=== design 1 ===
Figure 1. Selected gate families (design 1).
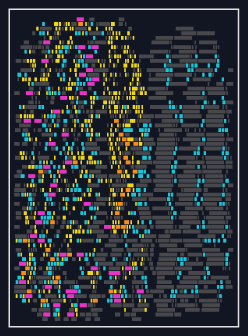
===== src/rtl/conv_accumulator.sv =====
// conv_accumulator
//   Sums Taps consecutive valid MAC results into one output pixel, then
//   rounds (half up), arithmetic-shifts by FracShift and saturates to a
//   signed OutWidth value. Results are queued in a first-word-fall-through
//   FIFO with a ready/valid output; Stall warns the feeder before the FIFO
//   fills.
//
//   Optional feature: define CONV_ACC_RELU_EN to clamp negative saturated
//   results to 0 in the post stage.
//
// Ports
//   clk       in   clock, rising edge
//   aclr      in   synchronous active-high reset
//   ValidIn   in   MAC result valid
//   DataIn    in   signed MAC result [DataWidth]
//   OutReady  in   consumer accepts OutData
//   OutValid  out  FIFO non-empty
//   OutData   out  FIFO head [OutWidth], 0 when empty
//   Stall     out  FIFO occupancy >= FifoDepth - StallMargin
//   Overflow  out  sticky: a result was dropped on a full FIFO
//   TapCount  out  index of the next tap
module conv_accumulator #(
   parameter int DataWidth   = 32,
   parameter int AccWidth    = 40,
   parameter int Taps        = 9,
   parameter int FracShift   = 8,
   parameter int OutWidth    = 16,
   parameter int FifoDepth   = 8,
   parameter int StallMargin = 3
) (
   input  logic                                        clk,
   input  logic                                        aclr,
   input  logic                                        ValidIn,
   input  logic [DataWidth-1:0]                        DataIn,
   input  logic                                        OutReady,
   output logic                                        OutValid,
   output logic [OutWidth-1:0]                         OutData,
   output logic                                        Stall,
   output logic                                        Overflow,
   output logic [((Taps > 1) ? $clog2(Taps) : 1)-1:0]  TapCount
);

   localparam int TW = (Taps > 1) ? $clog2(Taps) : 1;
   localparam int AW = $clog2(FifoDepth);
   // One extra bit so the rounding add cannot wrap past the top of Acc.
   localparam int RW = AccWidth + 1;

   // Rounding term is 2^(FracShift-1), or 0 when FracShift is 0.
   localparam logic signed [RW-1:0] RND  = signed'((RW'(1) << FracShift) >> 1);
   localparam logic signed [RW-1:0] SMAX = signed'((RW'(1) << (OutWidth - 1)) - RW'(1));
   localparam logic signed [RW-1:0] SMIN = -SMAX - signed'(RW'(1));

   // ---------------- stage 1: tap counter and accumulator ----------------
   logic [TW-1:0]       tap;
   logic [AccWidth-1:0] acc;
   logic [AccWidth-1:0] ext;
   logic                last_tap;
   logic                done;

   assign ext      = {{(AccWidth - DataWidth){DataIn[DataWidth-1]}}, DataIn};
   assign last_tap = (tap == TW'(Taps - 1));
   assign TapCount = tap;

   always_ff @(posedge clk) begin
      if (aclr) begin
         tap  <= '0;
         acc  <= '0;
         done <= 1'b0;
      end else begin
         done <= ValidIn && last_tap;
         if (ValidIn) begin
            acc <= (tap == '0) ? ext : acc + ext;
            tap <= last_tap ? '0 : tap + TW'(1);
         end
      end
   end

   // ---------------- stage 2: round, shift, saturate ----------------
   logic signed [RW-1:0] wide;
   logic signed [RW-1:0] shf;
   logic [OutWidth-1:0]  sat;
   logic [OutWidth-1:0]  post_res;
   logic                 post_valid;
   logic [OutWidth-1:0]  post_data;

   always_comb begin
      wide = signed'({acc[AccWidth-1], acc}) + RND;
      shf  = wide >>> FracShift;
      if (shf > SMAX)
         sat = SMAX[OutWidth-1:0];
      else if (shf < SMIN)
         sat = SMIN[OutWidth-1:0];
      else
         sat = shf[OutWidth-1:0];
`ifdef CONV_ACC_RELU_EN
      post_res = sat[OutWidth-1] ? '0 : sat;
`else
      post_res = sat;
`endif
   end

   // Acc may already hold the next pixel's tap 0 here; the non-blocking
   // update means stage 2 still sees the completed sum on this edge.
   always_ff @(posedge clk) begin
      if (aclr) begin
         post_valid <= 1'b0;
         post_data  <= '0;
      end else begin
         post_valid <= done;
         if (done)
            post_data <= post_res;
      end
   end

   // ---------------- result FIFO ----------------
   logic [OutWidth-1:0] mem [FifoDepth];
   logic [AW-1:0]       wptr;
   logic [AW-1:0]       rptr;
   logic [AW:0]         count;
   logic                full;
   logic                pop;
   logic                push_ok;
   logic                ovf;

   assign full     = (count == (AW + 1)'(FifoDepth));
   assign OutValid = (count != '0);
   assign pop      = OutValid && OutReady;
   // A pop on the same edge frees the slot, so a push on full is accepted.
   assign push_ok  = post_valid && (!full || pop);
   assign OutData  = OutValid ? mem[rptr] : '0;
   assign Stall    = (count >= (AW + 1)'(FifoDepth - StallMargin));
   assign Overflow = ovf;

   always_ff @(posedge clk) begin
      if (push_ok)
         mem[wptr] <= post_data;
   end

   always_ff @(posedge clk) begin
      if (aclr) begin
         wptr  <= '0;
         rptr  <= '0;
         count <= '0;
         ovf   <= 1'b0;
      end else begin
         if (push_ok)
            wptr <= wptr + AW'(1);
         if (pop)
            rptr <= rptr + AW'(1);
         case ({push_ok, pop})
            2'b10:   count <= count + (AW + 1)'(1);
            2'b01:   count <= count - (AW + 1)'(1);
            default: count <= count;
         endcase
         if (post_valid && !push_ok)
            ovf <= 1'b1;
      end
   end

endmodule

===== config.mk =====
export PLATFORM = sky130hd
export DESIGN_NAME = conv_accumulator
export DESIGN_NICKNAME = d
export VERILOG_FILES = /design/src/rtl/conv_accumulator.sv
export SDC_FILE = /design/constraint.sdc
export NUM_CORES = 1
export LEC_CHECK = 0
export ABC_AREA = 1
export CAP_MARGIN = 25
export CORE_ASPECT_RATIO = 1.4
export CORE_MARGIN = 2
export CORE_UTILIZATION = 50
export DETAILED_ROUTE_END_ITERATION = 8
export PLACE_DENSITY = 0.68
export SLEW_MARGIN = 20
export SYNTH_ARGS = -nofsm -noshare
export SYNTH_HDL_FRONTEND = slang
export SYNTH_SLANG_ARGS = --single-unit

===== constraint.sdc =====
create_clock -name clk -period 3.2 [get_ports clk]
set_clock_uncertainty 0.15 [all_clocks]
set_input_delay 0.64 -clock clk [delete_from_list [all_inputs] [get_ports clk]]
set_output_delay 0.64 -clock clk [all_outputs]
set_load 0.01 [all_outputs]

==> flow_summary.html <==
<h2>Synthesis and place &amp; route</h2>
<table>
<tr><th>Metric</th><th>Value</th></tr>
<tr><th colspan="2">Synth</th></tr>
<tr><td>Flop and latch count out of synthesis</td><td>204</td></tr>
<tr><td>Flip-flops with a built-in enable</td><td>128</td></tr>
<tr><td>Compound Share, Synth</td><td>16.6%</td></tr>
<tr><td>Proportion of synthesized flip-flops having asynchronous set or reset</td><td>0%</td></tr>
<tr><td>Portion of netlist area occupied by mux cells</td><td>0%</td></tr>
<tr><th colspan="2">Run status</th></tr>
<tr><td>Result of the run</td><td>completed</td></tr>
<tr><th colspan="2">Timing</th></tr>
<tr><td>Worst Slack Setup Final</td><td>82.8 ps</td></tr>
<tr><th colspan="2">Global routing</th></tr>
<tr><td>Met1 track demand over resource in global routing</td><td>28.9%</td></tr>
<tr><td>Initial antenna violation count</td><td>0</td></tr>
<tr><td>Maximum number of pins on one net before global-route repair</td><td>59</td></tr>
<tr><th colspan="2">Clocking</th></tr>
<tr><td>Count of hold-fix buffers inserted at cts</td><td>0</td></tr>
<tr><td>Clock-pin slew on the worst setup and hold paths</td><td>60 ps</td></tr>
<tr><th colspan="2">Pwr</th></tr>
<tr><td>Sequential power</td><td>3.01 mW</td></tr>
<tr><td>Clock network power share</td><td>27.3%</td></tr>
<tr><td>Max rail drop VDD</td><td>444 uV</td></tr>
<tr><th colspan="2">Route</th></tr>
<tr><td>Number of design rule violations left after detail routing</td><td>0</td></tr>
<tr><th colspan="2">Floorplanning</th></tr>
<tr><td>Vertical die dimension</td><td>186 um</td></tr>
<tr><th colspan="2">Worst hold path</th></tr>
<tr><td>Min-Delay Endpoint</td><td>Overflow$_SDFFE_PP0P_</td></tr>
<tr><th colspan="2">Final layout</th></tr>
<tr><td>Largest registers ranked by flip-flop count</td><td>mem (128), acc (40), post_data (16)</td></tr>
<tr><th colspan="2">Placement</th></tr>
<tr><td>Routability congestion estimate</td><td>0.970</td></tr>
<tr><th colspan="2">Setup path</th></tr>
<tr><td>Logic depth of the worst setup path including buffers</td><td>8</td></tr>
<tr><td>Depth of the worst register-to-register path</td><td>15</td></tr>
</table>
Notes on Figure 1 above:
Cyan is inverting AOI/OAI gates, cells 345, where all over the die. Magenta is adder and majority cells, cells 48. Orange is XOR/XNOR gates, cells 32. Yellow is NAND gates, cells 443.

layer usage:
metal  wire length, um  share of wire, %
met1             12500                38
met2             17200                52
met3              1400               4.2
met4              2070               6.2
met5                 0                 0
cell type report:
type | count | area (um^2)
fillers | 2147 | 9320
multi-input cells | 1141 | 5860
flip-flops and latches | 204 | 5370
repair buffers | 127 | 1230
clock buffers | 28 | 562
inverters | 128 | 487
well taps | 306 | 383
clock inverters | 10 | 66.3
repair inverters | 1 | 7.51
what timing repair did:
action,4_1_cts,5_1_grt
resized,2,16
hold endpoints to repair,0,0
cloned,1,1
endpoints found under the setup margin,16,17
setup buffers,0,6
pin swaps,0,0

=== design 2 ===
==> src/rtl/m6502_timing_sequencer.sv <==
// 6502 timing sequencer: T-state ring, instruction register, start-up and RDY.
// Optional watchdog recovery at T7 is enabled by M6502_TIMING_WATCHDOG_EN.
module m6502_timing_sequencer #(
  parameter int          RESET_CYCLES = 7,
  parameter logic [7:0]  RESET_OPCODE = 8'hEA,
  parameter int          COUNT_WIDTH  = 16
) (
  input  logic                   clock,
  input  logic                   reset,
  input  logic                   ready,
  input  logic [7:0]             data_in,
  input  logic                   timing_reset,
  output logic [7:0]             timing,
  output logic [7:0]             opcode,
  output logic                   decode_reset,
  output logic                   sync,
  output logic [COUNT_WIDTH-1:0] instr_count,
  output logic                   illegal
);

  typedef enum logic [1:0] {
    S_RESET   = 2'd0,
    S_STARTUP = 2'd1,
    S_RUN     = 2'd2
  } state_e;

  localparam logic [7:0] RC8 = 8'(RESET_CYCLES);
  localparam logic [COUNT_WIDTH-1:0] CNT_ONE =
    {{(COUNT_WIDTH-1){1'b0}}, 1'b1};

  state_e                 state_q;
  logic [7:0]             timing_q;
  logic [7:0]             opcode_q;
  logic                   dec_rst_q;
  logic                   sync_q;
  logic [COUNT_WIDTH-1:0] instr_q;
  logic                   illegal_q;
  logic [7:0]             stup_q;

  logic [7:0]             stup_d;
  logic [COUNT_WIDTH-1:0] instr_d;
  logic [7:0]             shift_d;

  // Next-value helpers for the start-up counter, fetch counter and ring.
  always_comb begin
    stup_d  = stup_q + 8'd1;
    instr_d = instr_q + CNT_ONE;
    shift_d = {timing_q[6:0], 1'b0};
  end

  // Sequencer FSM; every output is a register updated here.
  always_ff @(posedge clock) begin
    if (!reset) begin
      state_q   <= S_RESET;
      timing_q  <= 8'h00;
      opcode_q  <= RESET_OPCODE;
      dec_rst_q <= 1'b1;
      sync_q    <= 1'b0;
      instr_q   <= '0;
      illegal_q <= 1'b0;
      stup_q    <= 8'd0;
    end else begin
      illegal_q <= 1'b0;
      unique case (state_q)
        S_RESET, S_STARTUP: begin
          stup_q <= stup_d;
          if (stup_d == RC8) begin
            state_q   <= S_RUN;
            timing_q  <= 8'h01;
            dec_rst_q <= 1'b0;
            sync_q    <= 1'b1;
          end else begin
            state_q <= S_STARTUP;
          end
        end
        S_RUN: begin
          if (ready) begin
            unique case (1'b1)
              timing_q[0]: begin
                opcode_q <= data_in;
                timing_q <= 8'h02;
                instr_q  <= instr_d;
                sync_q   <= 1'b0;
              end
              timing_q[7]: begin
                if (timing_reset) begin
                  timing_q <= 8'h01;
                  sync_q   <= 1'b1;
                end else begin
`ifdef M6502_TIMING_WATCHDOG_EN
                  timing_q  <= 8'h01;
                  sync_q    <= 1'b1;
                  illegal_q <= 1'b1;
`else
                  timing_q <= 8'h80;
                  sync_q   <= 1'b0;
`endif
                end
              end
              default: begin
                if (timing_reset) begin
                  timing_q <= 8'h01;
                  sync_q   <= 1'b1;
                end else begin
                  timing_q <= shift_d;
                  sync_q   <= 1'b0;
                end
              end
            endcase
          end
        end
        default: begin
          state_q <= S_RESET;
        end
      endcase
    end
  end

  assign timing       = timing_q;
  assign opcode       = opcode_q;
  assign decode_reset = dec_rst_q;
  assign sync         = sync_q;
  assign instr_count  = instr_q;
`ifdef M6502_TIMING_WATCHDOG_EN
  assign illegal      = illegal_q;
`else
  assign illegal      = 1'b0;
`endif

endmodule

==> config.mk <==
export PLATFORM = sky130hd
export DESIGN_NAME = m6502_timing_sequencer
export DESIGN_NICKNAME = d
export VERILOG_FILES = /design/src/rtl/m6502_timing_sequencer.sv
export SDC_FILE = /design/constraint.sdc
export NUM_CORES = 1
export LEC_CHECK = 0
export ABC_AREA = 1
export CAP_MARGIN = 40
export CELL_PAD_IN_SITES_DETAIL_PLACEMENT = 2
export CELL_PAD_IN_SITES_GLOBAL_PLACEMENT = 2
export CORE_ASPECT_RATIO = 1.1
export CORE_UTILIZATION = 30
export DETAILED_ROUTE_END_ITERATION = 7
export PLACE_DENSITY = 0.91
export SYNTH_ARGS = -nofsm -noshare
export SYNTH_HDL_FRONTEND = slang
export SYNTH_SLANG_ARGS = --single-unit
==> constraint.sdc <==
create_clock -name clock -period 2.83 [get_ports clock]
set_input_delay 0.566 -clock clock [delete_from_list [all_inputs] [get_ports clock]]
set_output_delay 0.566 -clock clock [all_outputs]
set_load 0.01 [all_outputs]
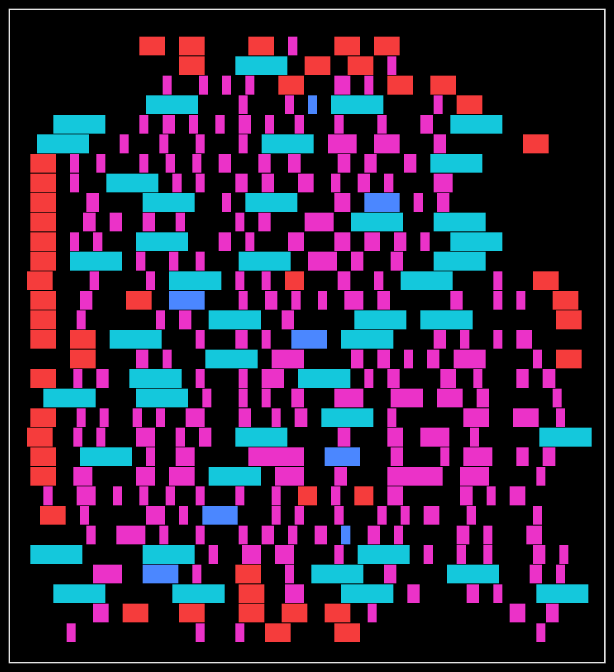
Figure 2: design 2, placed cells, one color a class.
Blue is clock drivers and dummy loads, cells 8. Magenta is all other logic, cells 234. Red is other buffers and delay cells, cells 48. Cyan is flip-flops, cells 44.

## worst reg2reg max path, stage by stage, from the launching register on
cell	delay (ps)
sky130_fd_sc_hd__dfxtp_1	680
sky130_fd_sc_hd__inv_4	130
sky130_fd_sc_hd__nor2_4	190
sky130_fd_sc_hd__nand2_4	160
sky130_fd_sc_hd__nor2_4	160
sky130_fd_sc_hd__nand2_2	80
sky130_fd_sc_hd__nor2_1	170
sky130_fd_sc_hd__nand4_1	150
sky130_fd_sc_hd__o21ai_1	150
sky130_fd_sc_hd__a21oi_1	50
==> flow_summary.html <==
<h2>Synthesis and place &amp; route</h2>
<table>
<tr><th>Metric</th><th>Value</th></tr>
<tr><th colspan="2">Run status</th></tr>
<tr><td>Result of the run</td><td>completed</td></tr>
<tr><th colspan="2">Setup path</th></tr>
<tr><td>Most used cell, CP</td><td>sky130_fd_sc_hd__nor2_4</td></tr>
<tr><td>Arrival time reported for the critical path endpoint</td><td>2230 ps</td></tr>
<tr><td>Cell type of the slowest stage on the worst timing path</td><td>sky130_fd_sc_hd__dfxtp_1</td></tr>
<tr><td>Depth of the worst register-to-register path</td><td>9</td></tr>
<tr><td>Crit path launch</td><td>state_q[1]$_SDFFE_PN0N_</td></tr>
<tr><th colspan="2">Floorplanning</th></tr>
<tr><td>Die outline width</td><td>82.6 um</td></tr>
<tr><td>FP Core Util</td><td>31.8%</td></tr>
<tr><td>Core region area</td><td>6750 um^2</td></tr>
<tr><th colspan="2">Synth</th></tr>
<tr><td>Post-Synthesis Cells</td><td>288</td></tr>
<tr><td>Simple share</td><td>33.1%</td></tr>
<tr><td>Most frequently used flop master after synthesis</td><td>sky130_fd_sc_hd__dfxtp_1</td></tr>
<tr><td>Area of the synthesized netlist per yosys stat</td><td>2150 um^2</td></tr>
<tr><td>Cell Type Count</td><td>36</td></tr>
<tr><td>Syn_area_per_cell</td><td>7.45 um^2</td></tr>
<tr><td>Compound Share, Synth</td><td>13.8%</td></tr>
<tr><td>Sequential share of the synthesized area</td><td>41.0%</td></tr>
<tr><td>Synthesized cell area</td><td>2150 um^2</td></tr>
<tr><td>Largest cells by area</td><td>sky130_fd_sc_hd__dfxtp_1, sky130_fd_sc_hd__nand2_1, sky130_fd_sc_hd__inv_1, sky130_fd_sc_hd__nor2_1, sky130_fd_sc_hd__a21oi_1</td></tr>
<tr><td>Proportion of synthesized flip-flops having asynchronous set or reset</td><td>0%</td></tr>
<tr><th colspan="2">Route</th></tr>
<tr><td>Number of design rule violations left after detail routing</td><td>0</td></tr>
<tr><th colspan="2">Final layout</th></tr>
<tr><td>#MultiIn Comb</td><td>194</td></tr>
<tr><td>Leading cell category by total area</td><td>combinational gates</td></tr>
<tr><td>Logic share of the area</td><td>38.4%</td></tr>
<tr><td>Share of cells above drive strength 1</td><td>10.8%</td></tr>
<tr><td>Final core utilization</td><td>40.8%</td></tr>
<tr><td>Final non-filler cell total</td><td>416</td></tr>
<tr><td>Most common cell after layout, fill and taps aside</td><td>sky130_fd_sc_hd__nand2_1</td></tr>
<tr><th colspan="2">Pwr</th></tr>
<tr><td>Clock group power</td><td>0.421 mW</td></tr>
<tr><th colspan="2">Global routing</th></tr>
<tr><td>Highest-utilization routing layer at the global route stage</td><td>met2</td></tr>
<tr><td>Met3 usage</td><td>3.84%</td></tr>
<tr><th colspan="2">Clocking</th></tr>
<tr><td>Clock buffers created by TritonCTS</td><td>5</td></tr>
<tr><td>Clock latency reported for the late side of the worst-skew pair</td><td>310 ps</td></tr>
<tr><td>Post CTS Setup Buffer Count</td><td>0</td></tr>
<tr><th colspan="2">Timing</th></tr>
<tr><td>Worst-case clock skew</td><td>7.46 ps</td></tr>
<tr><td>Headroom to the max-slew limit</td><td>63.0%</td></tr>
<tr><td>Max-slew violation count</td><td>0</td></tr>
<tr><td>Worst hold slack</td><td>492 ps</td></tr>
<tr><th colspan="2">Placement</th></tr>
<tr><td>Routability congestion estimate</td><td>0.734</td></tr>
<tr><td># placed instances</td><td>408</td></tr>
<tr><th colspan="2">Run</th></tr>
<tr><td>Count of warning messages emitted by the tools</td><td>27</td></tr>
</table>


==> notes/layouts.md <==
Pictures saved along the way, in no particular order.

Clock nets.
panel A
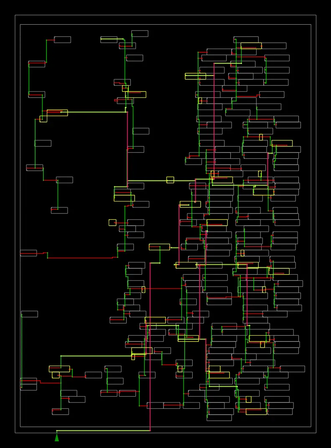
panel B
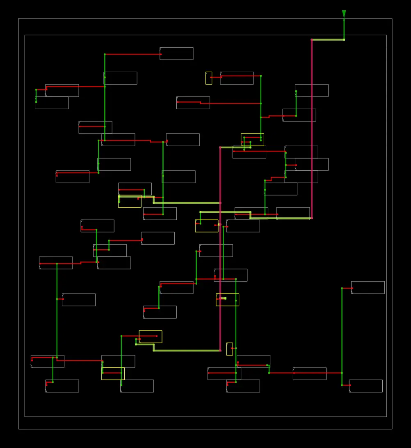
Panel A comes from design 1.
Panel B comes from design 2.

Power and IR drop assume default switching activity.
